# ---- block 1 ----
**src/rtl/mem_stage.sv**
```systemverilog
// mem_stage: MEM pipeline stage with req/ack data-memory access, timeout abort, redirect and MEM/WB register.
module mem_stage #(
  parameter int WIDTH   = 32,
  parameter int REGW    = 5,
  parameter int TIMEOUT = 16
) (
  input  logic             clk_i,
  input  logic             rst_i,
  input  logic [WIDTH-1:0] pc_i,
  input  logic             zero_i,
  input  logic [WIDTH-1:0] ALUResult_i,
  input  logic [WIDTH-1:0] WriteData_i,
  input  logic [REGW-1:0]  WriteReg_i,
  input  logic             RegWrite_i,
  input  logic             MemToReg_i,
  input  logic             MemWrite_i,
  input  logic             IsBranch_i,
  input  logic             IsJump_i,
  output logic             mem_req_o,
  output logic             mem_we_o,
  output logic [WIDTH-1:0] mem_addr_o,
  output logic [WIDTH-1:0] mem_wdata_o,
  input  logic             mem_ack_i,
  input  logic [WIDTH-1:0] mem_rdata_i,
  output logic             stall_o,
  output logic             flush_o,
  output logic [WIDTH-1:0] target_o,
  output logic             err_o,
  output logic             RegWrite_o,
  output logic             MemToReg_o,
  output logic [WIDTH-1:0] ALUResult_o,
  output logic [WIDTH-1:0] ReadData_o,
  output logic [REGW-1:0]  WriteReg_o
);
  localparam int CW = $clog2(TIMEOUT + 1);
  typedef enum logic {IDLE, WAIT} state_t;
  state_t state_q, state_d;
  logic [CW-1:0] cnt_q, cnt_d;
  logic req_q, req_d, we_q, we_d, err_q, err_d, rw_q, rw_d, m2r_q, m2r_d;
  logic [WIDTH-1:0] addr_q, addr_d, wdata_q, wdata_d, alu_q, alu_d, rd_q, rd_d;
  logic [REGW-1:0] wr_q, wr_d;
  logic access, aligned, waiting, last, start, done, misaligned;
  assign access     = MemToReg_i | MemWrite_i;
  assign aligned    = ALUResult_i[1:0] == 2'b00;
  assign waiting    = state_q == WAIT;
  assign last       = cnt_q == CW'(TIMEOUT - 1);
  assign start      = !waiting && access && aligned;
  assign misaligned = !waiting && access && !aligned;
  // an ack on the final wait cycle wins over the timeout
  assign done       = waiting && (mem_ack_i || last);
  assign stall_o    = start || (waiting && !done);
  assign flush_o    = ((IsBranch_i & zero_i) | IsJump_i) & ~stall_o;
  assign target_o   = pc_i;
  assign mem_req_o   = req_q;
  assign mem_we_o    = we_q;
  assign mem_addr_o  = addr_q;
  assign mem_wdata_o = wdata_q;
  assign err_o       = err_q;
  assign RegWrite_o  = rw_q;
  assign MemToReg_o  = m2r_q;
  assign ALUResult_o = alu_q;
  assign ReadData_o  = rd_q;
  assign WriteReg_o  = wr_q;
  always_comb begin
    state_d = start ? WAIT : done ? IDLE : state_q;
    cnt_d   = (waiting && !done) ? cnt_q + 1'b1 : '0;
    req_d   = start || (waiting && !done);
    we_d    = start ? MemWrite_i : we_q;
    addr_d  = start ? ALUResult_i : addr_q;
    wdata_d = start ? WriteData_i : wdata_q;
    err_d   = err_q || misaligned || (waiting && !mem_ack_i && last);
    rd_d    = (waiting && mem_ack_i) ? (we_q ? rd_q : mem_rdata_i) :
              (done || misaligned) ? '0 : rd_q;
    rw_d    = !stall_o && RegWrite_i;
    m2r_d   = !stall_o && MemToReg_i;
    alu_d   = stall_o ? alu_q : ALUResult_i;
    wr_d    = stall_o ? wr_q : WriteReg_i;
  end
  always_ff @(posedge clk_i) begin
    if (rst_i) begin
      state_q <= IDLE;
      cnt_q   <= '0;
      req_q   <= 1'b0;
      we_q    <= 1'b0;
      addr_q  <= '0;
      wdata_q <= '0;
      err_q   <= 1'b0;
      rw_q    <= 1'b0;
      m2r_q   <= 1'b0;
      alu_q   <= '0;
      rd_q    <= '0;
      wr_q    <= '0;
    end else begin
      state_q <= state_d;
      cnt_q   <= cnt_d;
      req_q   <= req_d;
      we_q    <= we_d;
      addr_q  <= addr_d;
      wdata_q <= wdata_d;
      err_q   <= err_d;
      rw_q    <= rw_d;
      m2r_q   <= m2r_d;
      alu_q   <= alu_d;
      rd_q    <= rd_d;
      wr_q    <= wr_d;
    end
  end
endmodule
```
**config.mk**
```make
export PLATFORM = sky130hd
export DESIGN_NAME = mem_stage
export DESIGN_NICKNAME = d
export VERILOG_FILES = /design/src/rtl/mem_stage.sv
export SDC_FILE = /design/constraint.sdc
export NUM_CORES = 1
export LEC_CHECK = 0
export CAP_MARGIN = 5
export CORE_MARGIN = 2
export CORE_UTILIZATION = 39
export DETAILED_ROUTE_END_ITERATION = 6
export PLACE_DENSITY = 0.81
export SYNTH_ARGS = -nofsm -noshare
export SYNTH_HDL_FRONTEND = slang
export SYNTH_SLANG_ARGS = --single-unit
```
**constraint.sdc**
```tcl
create_clock -name clk_i -period 2.13 [get_ports clk_i]
set_input_delay 0.426 -clock clk_i [delete_from_list [all_inputs] [get_ports clk_i]]
set_output_delay 0.426 -clock clk_i [all_outputs]
set_load 0.01 [all_outputs]
```
### Metal 1, block 1

Bar = 50 um. Supply wires on this layer in grey. Cells faint in the background.
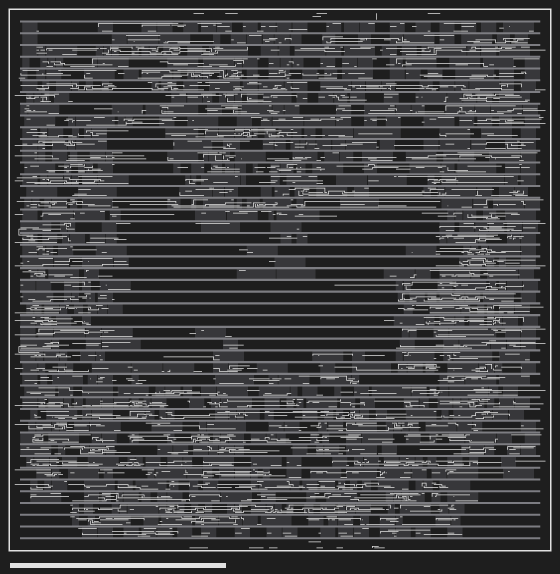
- main direction: horizontal
- share of all routed wire: 41%
- wire length on this layer: 6810 um
- longest straight run: 35.9 um

### Drive-strength map, block 1

Bar = 50 um.
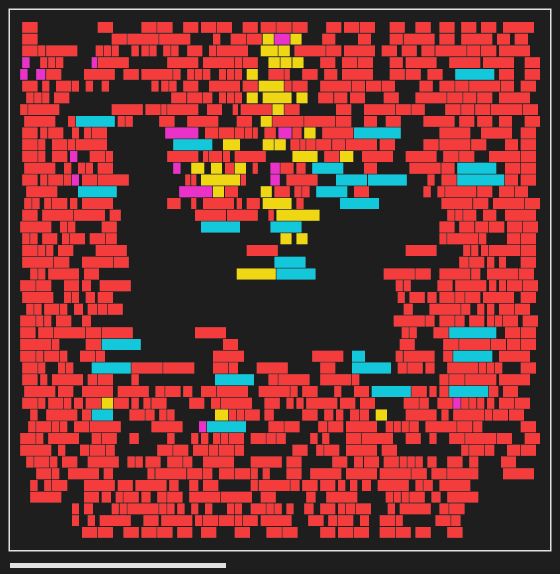
- magenta: drive 2 (cells 15; share 1.8%)
- yellow: drive 3 to 4 (cells 34; share 4.1%)
- cyan: drive 6 and up (cells 27; share 3.3%)
- red: drive 1 or less (cells 747; share 91%)

### Met2 routing, block 1

Bar = 50 um. Cells faint in the background.
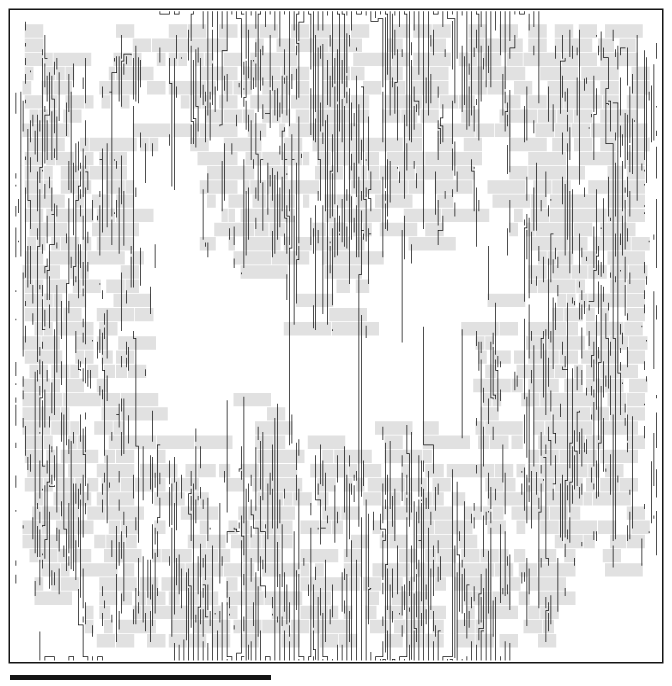
- nets with wire on the layer: 811
- longest straight run: 51.8 um
- main direction: vertical

==> flow_summary.json <==
{
  "finalSetupViolCount": 2,
  "top_area_frac": 0.504,
  "min_to": "ALUResult_o[8]",
  "placed_area_sq_um": 8200,
  "synth.distinct_cells": 36,
  "routedWlPerCell_um": 16.7,
  "setup_ws_ps": -48.8,
  "logic_family": "AND-OR/OR-AND gates",
  "busiest_layer": "met2",
  "xor_area_frac": 0.00306,
  "outcome": "finished, violations left",
  "cts_sinks": 144,
  "wl_met3_um": 1220,
  "violations": "negative setup slack",
  "warnings": 28,
  "ys_cells": 602,
  "hold_buffers": 0,
  "flop-count": 144,
  "synth_flop_count": 144,
  "ys_sh_adder": 0.00438,
  "cp-startpoint": "cnt_q[1]",
  "num_tap_cells": 184,
  "seq-cell-share": 0.326,
  "dp_cells": 972
}

# ---- block 2 ----
<file path="src/rtl/sar_ctrl_pkg.sv">
`default_nettype none
// ============================================================================
// Module      : sar_ctrl_pkg
// Description : Shared types, default constants and latency helper for the
//               SAR ADC controller. Honours SAR_CMP_SYNC_EN.
// Revision    : 1.0 - initial release
// ============================================================================
package sar_ctrl_pkg;

    // Controller phases
    typedef enum logic [2:0] {
        ST_IDLE   = 3'd0,
        ST_SAMPLE = 3'd1,
        ST_SETTLE = 3'd2,
        ST_DECIDE = 3'd3,
        ST_DONE   = 3'd4
    } sar_state_t;

    localparam int c_default_width      = 8;
    localparam int c_default_sample_cyc = 4;
    localparam int c_default_settle_cyc = 2;

    // Edges from the start edge to the edge that enters DONE
    function automatic int sar_latency(input int width, input int sample_cyc,
                                       input int settle_cyc);
`ifdef SAR_CMP_SYNC_EN
        return sample_cyc + width * (settle_cyc + 3);
`else
        return sample_cyc + width * (settle_cyc + 1);
`endif
    endfunction

endpackage
`default_nettype wire

</file>
<file path="src/rtl/sar_phase_timer.sv">
`default_nettype none
// ============================================================================
// Module      : sar_phase_timer
// Description : Loadable down-counter with a zero flag; times the sample and
//               settle phases of the SAR controller.
// Revision    : 1.0 - initial release
// ============================================================================
module sar_phase_timer #(
    parameter int CNT_W = 2
) (
    input  logic             clk,
    input  logic             rst_n,
    input  logic             load,
    input  logic [CNT_W-1:0] load_val,
    output logic             zero
);

    logic [CNT_W-1:0] r_cnt;

    // Load takes priority; otherwise count down and park at zero
    always_ff @(posedge clk or negedge rst_n) begin
        if (!rst_n) begin
            r_cnt <= '0;
        end else if (load) begin
            r_cnt <= load_val;
        end else if (r_cnt != '0) begin
            r_cnt <= r_cnt - 1'b1;
        end
    end

    assign zero = (r_cnt == '0);

endmodule
`default_nettype wire

</file>
<file path="src/rtl/sar_adc_ctrl.sv">
`default_nettype none
// ============================================================================
// Module      : sar_adc_ctrl
// Description : Successive-approximation controller: sample phase, trial-code
//               generation, settle wait and one bit decision per step.
//               Optional macro SAR_CMP_SYNC_EN adds a 2-flop comparator
//               synchronizer and lengthens each settle phase by two cycles.
// Revision    : 1.0 - initial release
// ============================================================================
module sar_adc_ctrl
    import sar_ctrl_pkg::*;
#(
    parameter int WIDTH      = c_default_width,
    parameter int SAMPLE_CYC = c_default_sample_cyc,
    parameter int SETTLE_CYC = c_default_settle_cyc
) (
    input  logic             clk,
    input  logic             rst_n,
    input  logic             start_i,
    input  logic             abort_i,
    input  logic             cmp_i,
    output logic             sample_o,
    output logic [WIDTH-1:0] dac_code_o,
    output logic             busy_o,
    output logic             valid_o,
    output logic [WIDTH-1:0] result_o
);

`ifdef SAR_CMP_SYNC_EN
    // Two extra settle cycles let the synchronized decision catch up
    localparam int c_settle_load = SETTLE_CYC + 1;
`else
    localparam int c_settle_load = SETTLE_CYC - 1;
`endif
    localparam int c_sample_load = SAMPLE_CYC - 1;
    localparam int c_cnt_max = (c_sample_load > c_settle_load) ? c_sample_load : c_settle_load;
    localparam int c_cnt_w   = (c_cnt_max < 2) ? 1 : $clog2(c_cnt_max + 1);
    localparam int c_ptr_w   = $clog2(WIDTH);

    sar_state_t         r_state;
    logic [WIDTH-1:0]   r_work;
    logic [c_ptr_w-1:0] r_ptr;
    logic               w_cmp;
    logic               w_tmr_load;
    logic [c_cnt_w-1:0] w_tmr_val;
    logic               w_tmr_zero;
    logic [WIDTH-1:0]   w_trial_bit;
    logic [WIDTH-1:0]   w_work_next;

`ifdef SAR_CMP_SYNC_EN
    logic r_cmp_meta;
    logic r_cmp_sync;

    // Two-stage synchronizer for an asynchronous comparator output
    always_ff @(posedge clk or negedge rst_n) begin
        if (!rst_n) begin
            r_cmp_meta <= 1'b0;
            r_cmp_sync <= 1'b0;
        end else begin
            r_cmp_meta <= cmp_i;
            r_cmp_sync <= r_cmp_meta;
        end
    end

    assign w_cmp = r_cmp_sync;
`else
    assign w_cmp = cmp_i;
`endif

    assign w_trial_bit = WIDTH'(1) << r_ptr;
    assign w_work_next = w_cmp ? (r_work | w_trial_bit) : r_work;

    // Reload the shared phase timer on every transition into SAMPLE or SETTLE
    always_comb begin
        w_tmr_load = 1'b0;
        w_tmr_val  = '0;
        case (r_state)
            ST_IDLE: begin
                if (start_i && !abort_i) begin
                    w_tmr_load = 1'b1;
                    w_tmr_val  = c_cnt_w'(c_sample_load);
                end
            end
            ST_SAMPLE: begin
                if (w_tmr_zero && !abort_i) begin
                    w_tmr_load = 1'b1;
                    w_tmr_val  = c_cnt_w'(c_settle_load);
                end
            end
            ST_DECIDE: begin
                if (r_ptr != '0 && !abort_i) begin
                    w_tmr_load = 1'b1;
                    w_tmr_val  = c_cnt_w'(c_settle_load);
                end
            end
            default: ;
        endcase
    end

    sar_phase_timer #(
        .CNT_W (c_cnt_w)
    ) u_timer (
        .clk      (clk),
        .rst_n    (rst_n),
        .load     (w_tmr_load),
        .load_val (w_tmr_val),
        .zero     (w_tmr_zero)
    );

    // Conversion sequencer with registered outputs; abort wins in active phases
    always_ff @(posedge clk or negedge rst_n) begin
        if (!rst_n) begin
            r_state    <= ST_IDLE;
            r_work     <= '0;
            r_ptr      <= '0;
            sample_o   <= 1'b0;
            dac_code_o <= '0;
            busy_o     <= 1'b0;
            valid_o    <= 1'b0;
            result_o   <= '0;
        end else begin
            valid_o <= 1'b0;
            if (abort_i && (r_state == ST_SAMPLE || r_state == ST_SETTLE ||
                            r_state == ST_DECIDE)) begin
                r_state    <= ST_IDLE;
                sample_o   <= 1'b0;
                dac_code_o <= '0;
                busy_o     <= 1'b0;
            end else begin
                case (r_state)
                    ST_IDLE: begin
                        if (start_i && !abort_i) begin
                            r_state  <= ST_SAMPLE;
                            r_work   <= '0;
                            r_ptr    <= c_ptr_w'(WIDTH - 1);
                            sample_o <= 1'b1;
                            busy_o   <= 1'b1;
                        end
                    end
                    ST_SAMPLE: begin
                        if (w_tmr_zero) begin
                            r_state    <= ST_SETTLE;
                            sample_o   <= 1'b0;
                            dac_code_o <= r_work | w_trial_bit;
                        end
                    end
                    ST_SETTLE: begin
                        if (w_tmr_zero) begin
                            r_state <= ST_DECIDE;
                        end
                    end
                    ST_DECIDE: begin
                        r_work <= w_work_next;
                        if (r_ptr == '0) begin
                            r_state    <= ST_DONE;
                            result_o   <= w_work_next;
                            valid_o    <= 1'b1;
                            busy_o     <= 1'b0;
                            dac_code_o <= '0;
                        end else begin
                            r_ptr      <= r_ptr - 1'b1;
                            r_state    <= ST_SETTLE;
                            dac_code_o <= w_work_next | (w_trial_bit >> 1);
                        end
                    end
                    ST_DONE: begin
                        r_state <= ST_IDLE;
                    end
                    default: begin
                        r_state <= ST_IDLE;
                    end
                endcase
            end
        end
    end

endmodule
`default_nettype wire

</file>
<file path="config.mk">
export PLATFORM = sky130hd
export DESIGN_NAME = sar_adc_ctrl
export DESIGN_NICKNAME = d
export VERILOG_FILES = /design/src/rtl/sar_ctrl_pkg.sv /design/src/rtl/sar_phase_timer.sv /design/src/rtl/sar_adc_ctrl.sv
export SDC_FILE = /design/constraint.sdc
export NUM_CORES = 1
export LEC_CHECK = 0
export CELL_PAD_IN_SITES_DETAIL_PLACEMENT = 2
export CELL_PAD_IN_SITES_GLOBAL_PLACEMENT = 2
export CORE_MARGIN = 2
export CORE_UTILIZATION = 25
export DETAILED_ROUTE_END_ITERATION = 12
export PLACE_DENSITY_LB_ADDON = 0.05
export SYNTH_ARGS = -nofsm -noshare
export SYNTH_HDL_FRONTEND = slang
export SYNTH_SLANG_ARGS = --single-unit
export TNS_END_PERCENT = 30
</file>
<file path="constraint.sdc">
create_clock -name clk -period 3.2 [get_ports clk]
set_input_delay 0.48 -clock clk [delete_from_list [all_inputs] [get_ports clk]]
set_output_delay 0.48 -clock clk [all_outputs]
set_load 0.1 [all_outputs]
</file>
### Routing congestion map, block 2

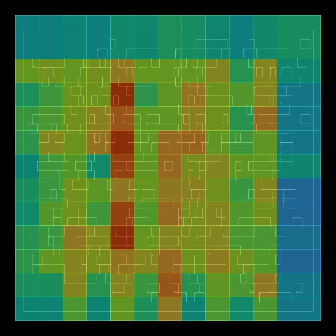
Tot GR Track Use: 0.147
met3 track demand over resource: 0.0299
GR Util met2: 0.234

### Met2 routing, block 2

Bar = 20 um. Cells faint in the background.
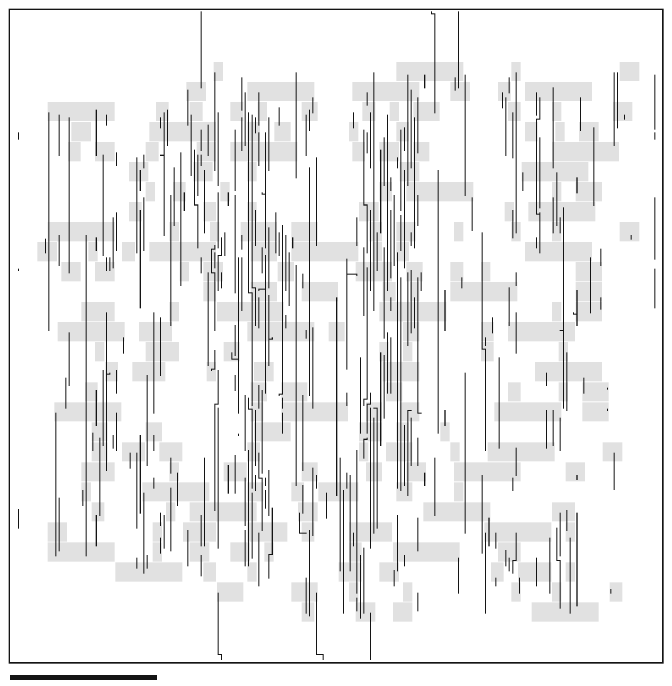
- share of all routed wire: 46%
- longest straight run: 43.5 um
- nets with wire on the layer: 181
- main direction: vertical

==> flow_summary.json <==
{
  "outcome": "completed",
  "layout-drive-gt1-share": 0.136,
  "synth_area_leader_cell": "dfrtp_1",
  "power_frac_clock": 0.224,
  "p_comb_uw": 572,
  "hpwl_um": 3720,
  "combGateArea_sq_um": 797,
  "p_seq_frac": 0.381,
  "busiest_layer": "met2",
  "floorplan.die_area_sq_um": 7850,
  "p_leak_nw": 0.916,
  "skew_ps": 9.68,
  "antenna_found_initial": 0,
  "setup-tns-final_ps": 0,
  "pg_clk_uw": 325,
  "wl_met3_um": 137,
  "buffers_excl_clock": 24,
  "mostFrequentLayoutCell": "dfrtp_1",
  "avgSynthCellArea_sq_um": 9.47,
  "common_cells": "dfrtp_1, nand2_1, o21ai_0",
  "insertion_delay_ps": 290,
  "routedWlPerCell_um": 17.6,
  "postSynthSeqShare": 0.490,
  "place_worst_setup_slack_ps": 1040,
  "cp_num_buf_inv": 1,
  "drt_iter0_drc": 33,
  "detail-route-antenna-nets": 0,
  "synth_flop_count": 35,
  "slew_violations": 0,
  "yosys.area_share.aoi": 0.243
}

# ---- block 3 ----
--- src/rtl/core_pkg.sv ---
// Shared constants and state encoding for the core-local interrupt controller.
package core_pkg;

  typedef enum logic [2:0] {
    ST_IDLE,
    ST_WR_MEPC,
    ST_WR_MCAUSE,
    ST_WR_MSTATUS,
    ST_ASSERT,
    ST_WR_MRET
  } clint_state_e;

  localparam logic [31:0] INST_ECALL  = 32'h0000_0073;
  localparam logic [31:0] INST_EBREAK = 32'h0010_0073;
  localparam logic [31:0] INST_MRET   = 32'h3020_0073;

  localparam logic [11:0] CSR_MSTATUS = 12'h300;
  localparam logic [11:0] CSR_MIE     = 12'h304;
  localparam logic [11:0] CSR_MTVEC   = 12'h305;
  localparam logic [11:0] CSR_MEPC    = 12'h341;
  localparam logic [11:0] CSR_MCAUSE  = 12'h342;

  localparam logic [31:0] CAUSE_ECALL  = 32'd11;
  localparam logic [31:0] CAUSE_EBREAK = 32'd3;
  localparam int IRQ_CAUSE_BASE   = 16;
  localparam int MSTATUS_MIE_BIT  = 3;
  localparam int MSTATUS_MPIE_BIT = 7;

endpackage

--- src/rtl/int_prio_enc.sv ---
// Fixed-priority encoder: lowest set request bit wins.
module int_prio_enc #(
  parameter int INT_NUM = 8,
  parameter int IDX_W   = 3
) (
  input  logic [INT_NUM-1:0] req_i,
  output logic               valid_o,
  output logic [IDX_W-1:0]   idx_o
);

  always_comb begin
    valid_o = |req_i;
    idx_o   = '0;
    // Scan high to low so the lowest index is the last (winning) assignment.
    for (int k = INT_NUM - 1; k >= 0; k--) begin
      if (req_i[k]) idx_o = IDX_W'(k);
    end
  end

endmodule

--- src/rtl/clint_multi.sv ---
// Core-local interrupt controller: saves trap state through the CSR write
// port one register per cycle, then redirects to the trap vector or mepc.
module clint_multi
  import core_pkg::*;
#(
  parameter int INT_NUM    = 8,
  parameter int ADDR_W     = 32,
  parameter int DATA_W     = 32,
  parameter int CSR_ADDR_W = 12
) (
  input  logic                  clk_i,
  input  logic                  rst_i,
  input  logic [INT_NUM-1:0]    int_req_i,
  input  logic [31:0]           inst_i,
  input  logic [ADDR_W-1:0]     inst_addr_i,
  input  logic                  jump_flag_i,
  input  logic [ADDR_W-1:0]     jump_addr_i,
  input  logic                  hold_flag_i,
  input  logic [DATA_W-1:0]     csr_mtvec_i,
  input  logic [DATA_W-1:0]     csr_mepc_i,
  input  logic [DATA_W-1:0]     csr_mstatus_i,
  input  logic [DATA_W-1:0]     csr_mie_i,
  output logic                  csr_wen_o,
  output logic [CSR_ADDR_W-1:0] csr_waddr_o,
  output logic [DATA_W-1:0]     csr_wdata_o,
  output logic                  clint_busy_o,
  output logic                  int_assert_o,
  output logic [ADDR_W-1:0]     int_addr_o,
  output logic [INT_NUM-1:0]    int_ack_o
);

  localparam int IDX_W = (INT_NUM > 1) ? $clog2(INT_NUM) : 1;

  clint_state_e      state_q, state_d;
  logic [DATA_W-1:0] cause_q, cause_d;
  logic [ADDR_W-1:0] ret_pc_q, ret_pc_d;
  logic [IDX_W-1:0]  idx_q, idx_d;

  logic [INT_NUM-1:0] irq_masked;
  logic               irq_vld;
  logic [IDX_W-1:0]   irq_idx;
  logic [ADDR_W-1:0]  mtvec_base;
  logic               is_sync, is_mret;
  logic [3*DATA_W-1:0] unused_csr;

  // Only some CSR bits matter here; the rest are intentionally ignored.
  assign unused_csr = {csr_mie_i, csr_mtvec_i, csr_mepc_i};

  assign irq_masked = int_req_i & csr_mie_i[IRQ_CAUSE_BASE +: INT_NUM]
                    & {INT_NUM{csr_mstatus_i[MSTATUS_MIE_BIT]}};
  assign is_sync    = (inst_i == INST_ECALL) || (inst_i == INST_EBREAK);
  assign is_mret    = (inst_i == INST_MRET);
  assign mtvec_base = {csr_mtvec_i[ADDR_W-1:2], 2'b00};

  int_prio_enc #(.INT_NUM(INT_NUM), .IDX_W(IDX_W)) u_prio (
    .req_i   (irq_masked),
    .valid_o (irq_vld),
    .idx_o   (irq_idx)
  );

  always_comb begin
    state_d      = state_q;
    cause_d      = cause_q;
    ret_pc_d     = ret_pc_q;
    idx_d        = idx_q;
    csr_wen_o    = 1'b0;
    csr_waddr_o  = '0;
    csr_wdata_o  = '0;
    clint_busy_o = 1'b0;
    int_assert_o = 1'b0;
    int_addr_o   = '0;
    int_ack_o    = '0;
    case (state_q)
      ST_IDLE: begin
        // Reset gating keeps busy low while rst_i is asserted.
        if (!rst_i && !hold_flag_i) begin
          if (is_sync) begin
            clint_busy_o = 1'b1;
            cause_d  = (inst_i == INST_ECALL) ? DATA_W'(CAUSE_ECALL) : DATA_W'(CAUSE_EBREAK);
            idx_d    = '0;
            ret_pc_d = inst_addr_i;
            state_d  = ST_WR_MEPC;
          end else if (is_mret) begin
            clint_busy_o = 1'b1;
            state_d      = ST_WR_MRET;
          end else if (irq_vld) begin
            clint_busy_o = 1'b1;
            cause_d  = DATA_W'(IRQ_CAUSE_BASE) + DATA_W'(irq_idx);
            cause_d[DATA_W-1] = 1'b1;
            idx_d    = irq_idx;
            ret_pc_d = jump_flag_i ? jump_addr_i : inst_addr_i;
            state_d  = ST_WR_MEPC;
          end
        end
      end
      ST_WR_MEPC: begin
        clint_busy_o = 1'b1;
        csr_wen_o    = 1'b1;
        csr_waddr_o  = CSR_ADDR_W'(CSR_MEPC);
        csr_wdata_o  = DATA_W'(ret_pc_q);
        state_d      = ST_WR_MCAUSE;
      end
      ST_WR_MCAUSE: begin
        clint_busy_o = 1'b1;
        csr_wen_o    = 1'b1;
        csr_waddr_o  = CSR_ADDR_W'(CSR_MCAUSE);
        csr_wdata_o  = cause_q;
        state_d      = ST_WR_MSTATUS;
      end
      ST_WR_MSTATUS: begin
        clint_busy_o = 1'b1;
        csr_wen_o    = 1'b1;
        csr_waddr_o  = CSR_ADDR_W'(CSR_MSTATUS);
        csr_wdata_o  = csr_mstatus_i;
        csr_wdata_o[MSTATUS_MPIE_BIT] = csr_mstatus_i[MSTATUS_MIE_BIT];
        csr_wdata_o[MSTATUS_MIE_BIT]  = 1'b0;
        state_d      = ST_ASSERT;
      end
      ST_ASSERT: begin
        clint_busy_o = 1'b1;
        int_assert_o = 1'b1;
        // Vectored mode applies to interrupts only; exceptions use the base.
        if (csr_mtvec_i[1:0] == 2'b01 && cause_q[DATA_W-1])
          int_addr_o = mtvec_base + ADDR_W'({cause_q[4:0], 2'b00});
        else
          int_addr_o = mtvec_base;
        if (cause_q[DATA_W-1]) int_ack_o = INT_NUM'(1) << idx_q;
        state_d      = ST_IDLE;
      end
      ST_WR_MRET: begin
        clint_busy_o = 1'b1;
        csr_wen_o    = 1'b1;
        csr_waddr_o  = CSR_ADDR_W'(CSR_MSTATUS);
        csr_wdata_o  = csr_mstatus_i;
        csr_wdata_o[MSTATUS_MIE_BIT]  = csr_mstatus_i[MSTATUS_MPIE_BIT];
        csr_wdata_o[MSTATUS_MPIE_BIT] = 1'b1;
        int_assert_o = 1'b1;
        int_addr_o   = csr_mepc_i[ADDR_W-1:0];
        state_d      = ST_IDLE;
      end
      default: state_d = ST_IDLE;
    endcase
  end

  always_ff @(posedge clk_i or posedge rst_i) begin
    if (rst_i) begin
      state_q  <= ST_IDLE;
      cause_q  <= '0;
      ret_pc_q <= '0;
      idx_q    <= '0;
    end else begin
      state_q  <= state_d;
      cause_q  <= cause_d;
      ret_pc_q <= ret_pc_d;
      idx_q    <= idx_d;
    end
  end

endmodule

--- config.mk ---
export PLATFORM = sky130hd
export DESIGN_NAME = clint_multi
export DESIGN_NICKNAME = d
export VERILOG_FILES = /design/src/rtl/core_pkg.sv /design/src/rtl/int_prio_enc.sv /design/src/rtl/clint_multi.sv
export SDC_FILE = /design/constraint.sdc
export NUM_CORES = 1
export LEC_CHECK = 0
export CAP_MARGIN = 30
export CELL_PAD_IN_SITES_DETAIL_PLACEMENT = 2
export CELL_PAD_IN_SITES_GLOBAL_PLACEMENT = 2
export CORE_MARGIN = 1
export CORE_UTILIZATION = 16
export DETAILED_ROUTE_END_ITERATION = 7
export PLACE_DENSITY = 0.88
export SYNTH_ARGS = -nofsm -noshare
export SYNTH_HDL_FRONTEND = slang
export SYNTH_HIERARCHICAL = 1
export SYNTH_SLANG_ARGS = --single-unit
--- constraint.sdc ---
create_clock -name clk_i -period 4.82 [get_ports clk_i]
set_input_delay 1.446 -clock clk_i [delete_from_list [all_inputs] [get_ports clk_i]]
set_output_delay 1.446 -clock clk_i [all_outputs]
set_load 0.02 [all_outputs]
==> flow_summary.json <==
{
  "drcViolationCount": 0,
  "outcome": "completed",
  "viasPerCell": 4.62,
  "avgSynthCellArea_sq_um": 7.08,
  "first_global_vias": 6551,
  "overflow": 0,
  "cts_sinks": 42,
  "diodes": 1,
  "ys_sh_adder": 0.0195,
  "io_pins": 323,
  "fin_nets": 1171,
  "initial_core_util": 0.163,
  "yosysWarnings": 6,
  "busiest_layer": "met2",
  "hold_path_depth": 2,
  "antenna_found_initial": 4,
  "drt_iter0_drc": 134,
  "path_cells": "clkdlybuf4s50_1, and4_1, and2_4, nand4_1, and3_4, or3_4, buf_6",
  "synth.distinct_cells": 52,
  "edf_count": 0,
  "use_met1": 0.175,
  "combGateArea_sq_um": 2950,
  "place_worst_setup_slack_ps": -918
}
### Routing congestion map, block 3

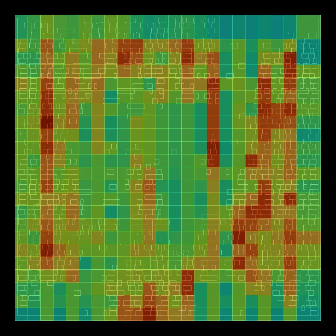
final core occ: 0.316
met3 track demand over resource: 0.0578
Tot GR Track Use: 0.176

### Met2 routing, block 3

Bar = 50 um. Cells faint in the background.
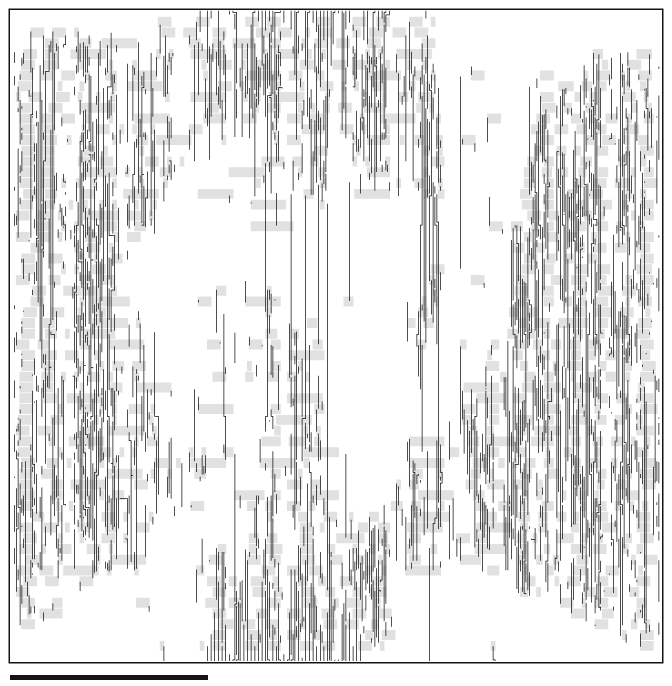
- share of all routed wire: 52%
- nets with wire on the layer: 1048
- longest straight run: 97.6 um
- wire length on this layer: 12900 um



## Gallery

A small window of the routed layout.
Plate I
Bar = 10 um. Region (24, 7) to (64, 47) um. Cells in grey, sequential cells in the stronger grey; small squares are vias.
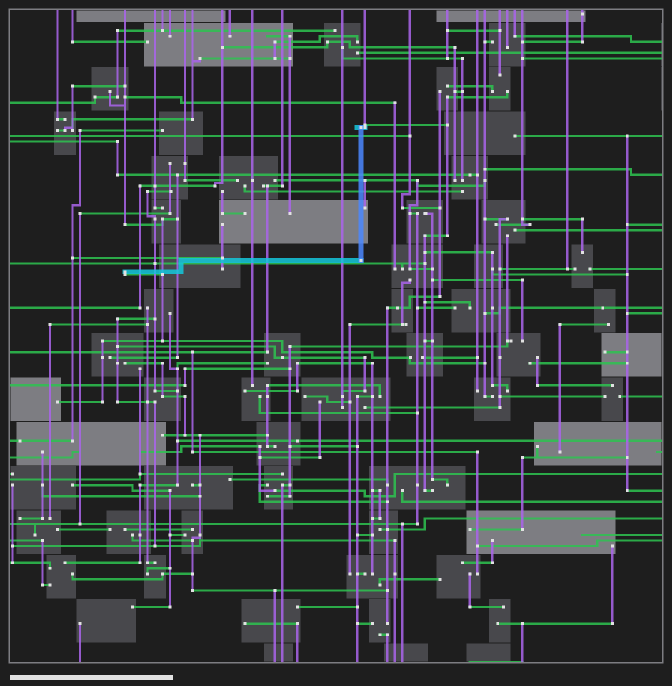
Plate II
Bar = 10 um. Region (43, 18) to (83, 58) um. Cells in grey, sequential cells in the stronger grey; small squares are vias.
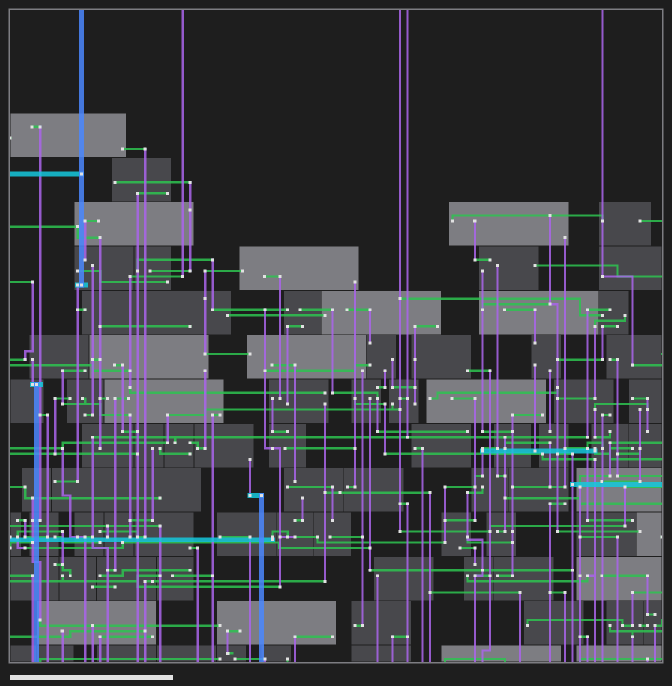
Plate III
Bar = 10 um. Region (62, 29) to (102, 69) um. Cells in grey, sequential cells in the stronger grey; small squares are vias.
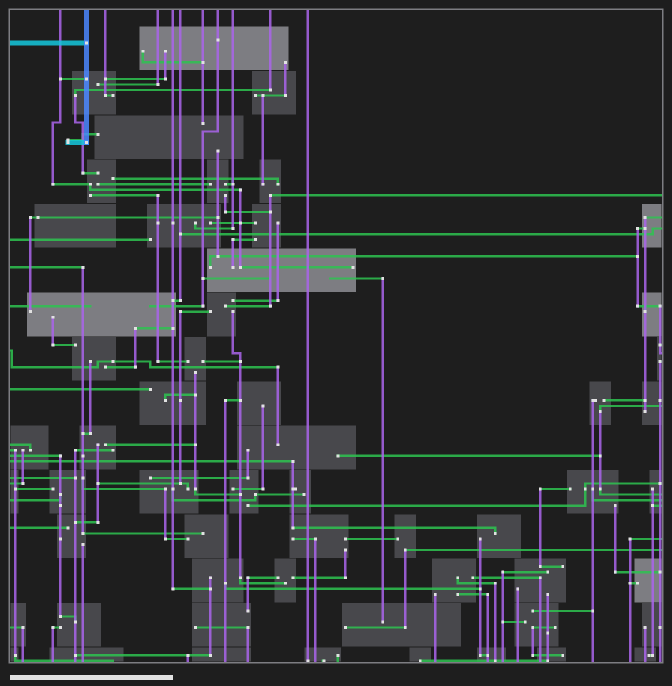
block 3: Plate III
block 1: Plate II
block 2: Plate I
- largest die: Plate III
- smallest die: Plate I

Key to Plate II:
- purple: met2
- blue: met4
- green: met1
- cyan: met3
- sequential cells in the window: 14
- cells with their middle in the window: 70
- netlist names of flops here include: ALUResult_o (8), mem_addr_o (5)
- most frequent: clkdlybuf4s50_1 (18), dfxtp_1 (14), nand2b_1 (13)

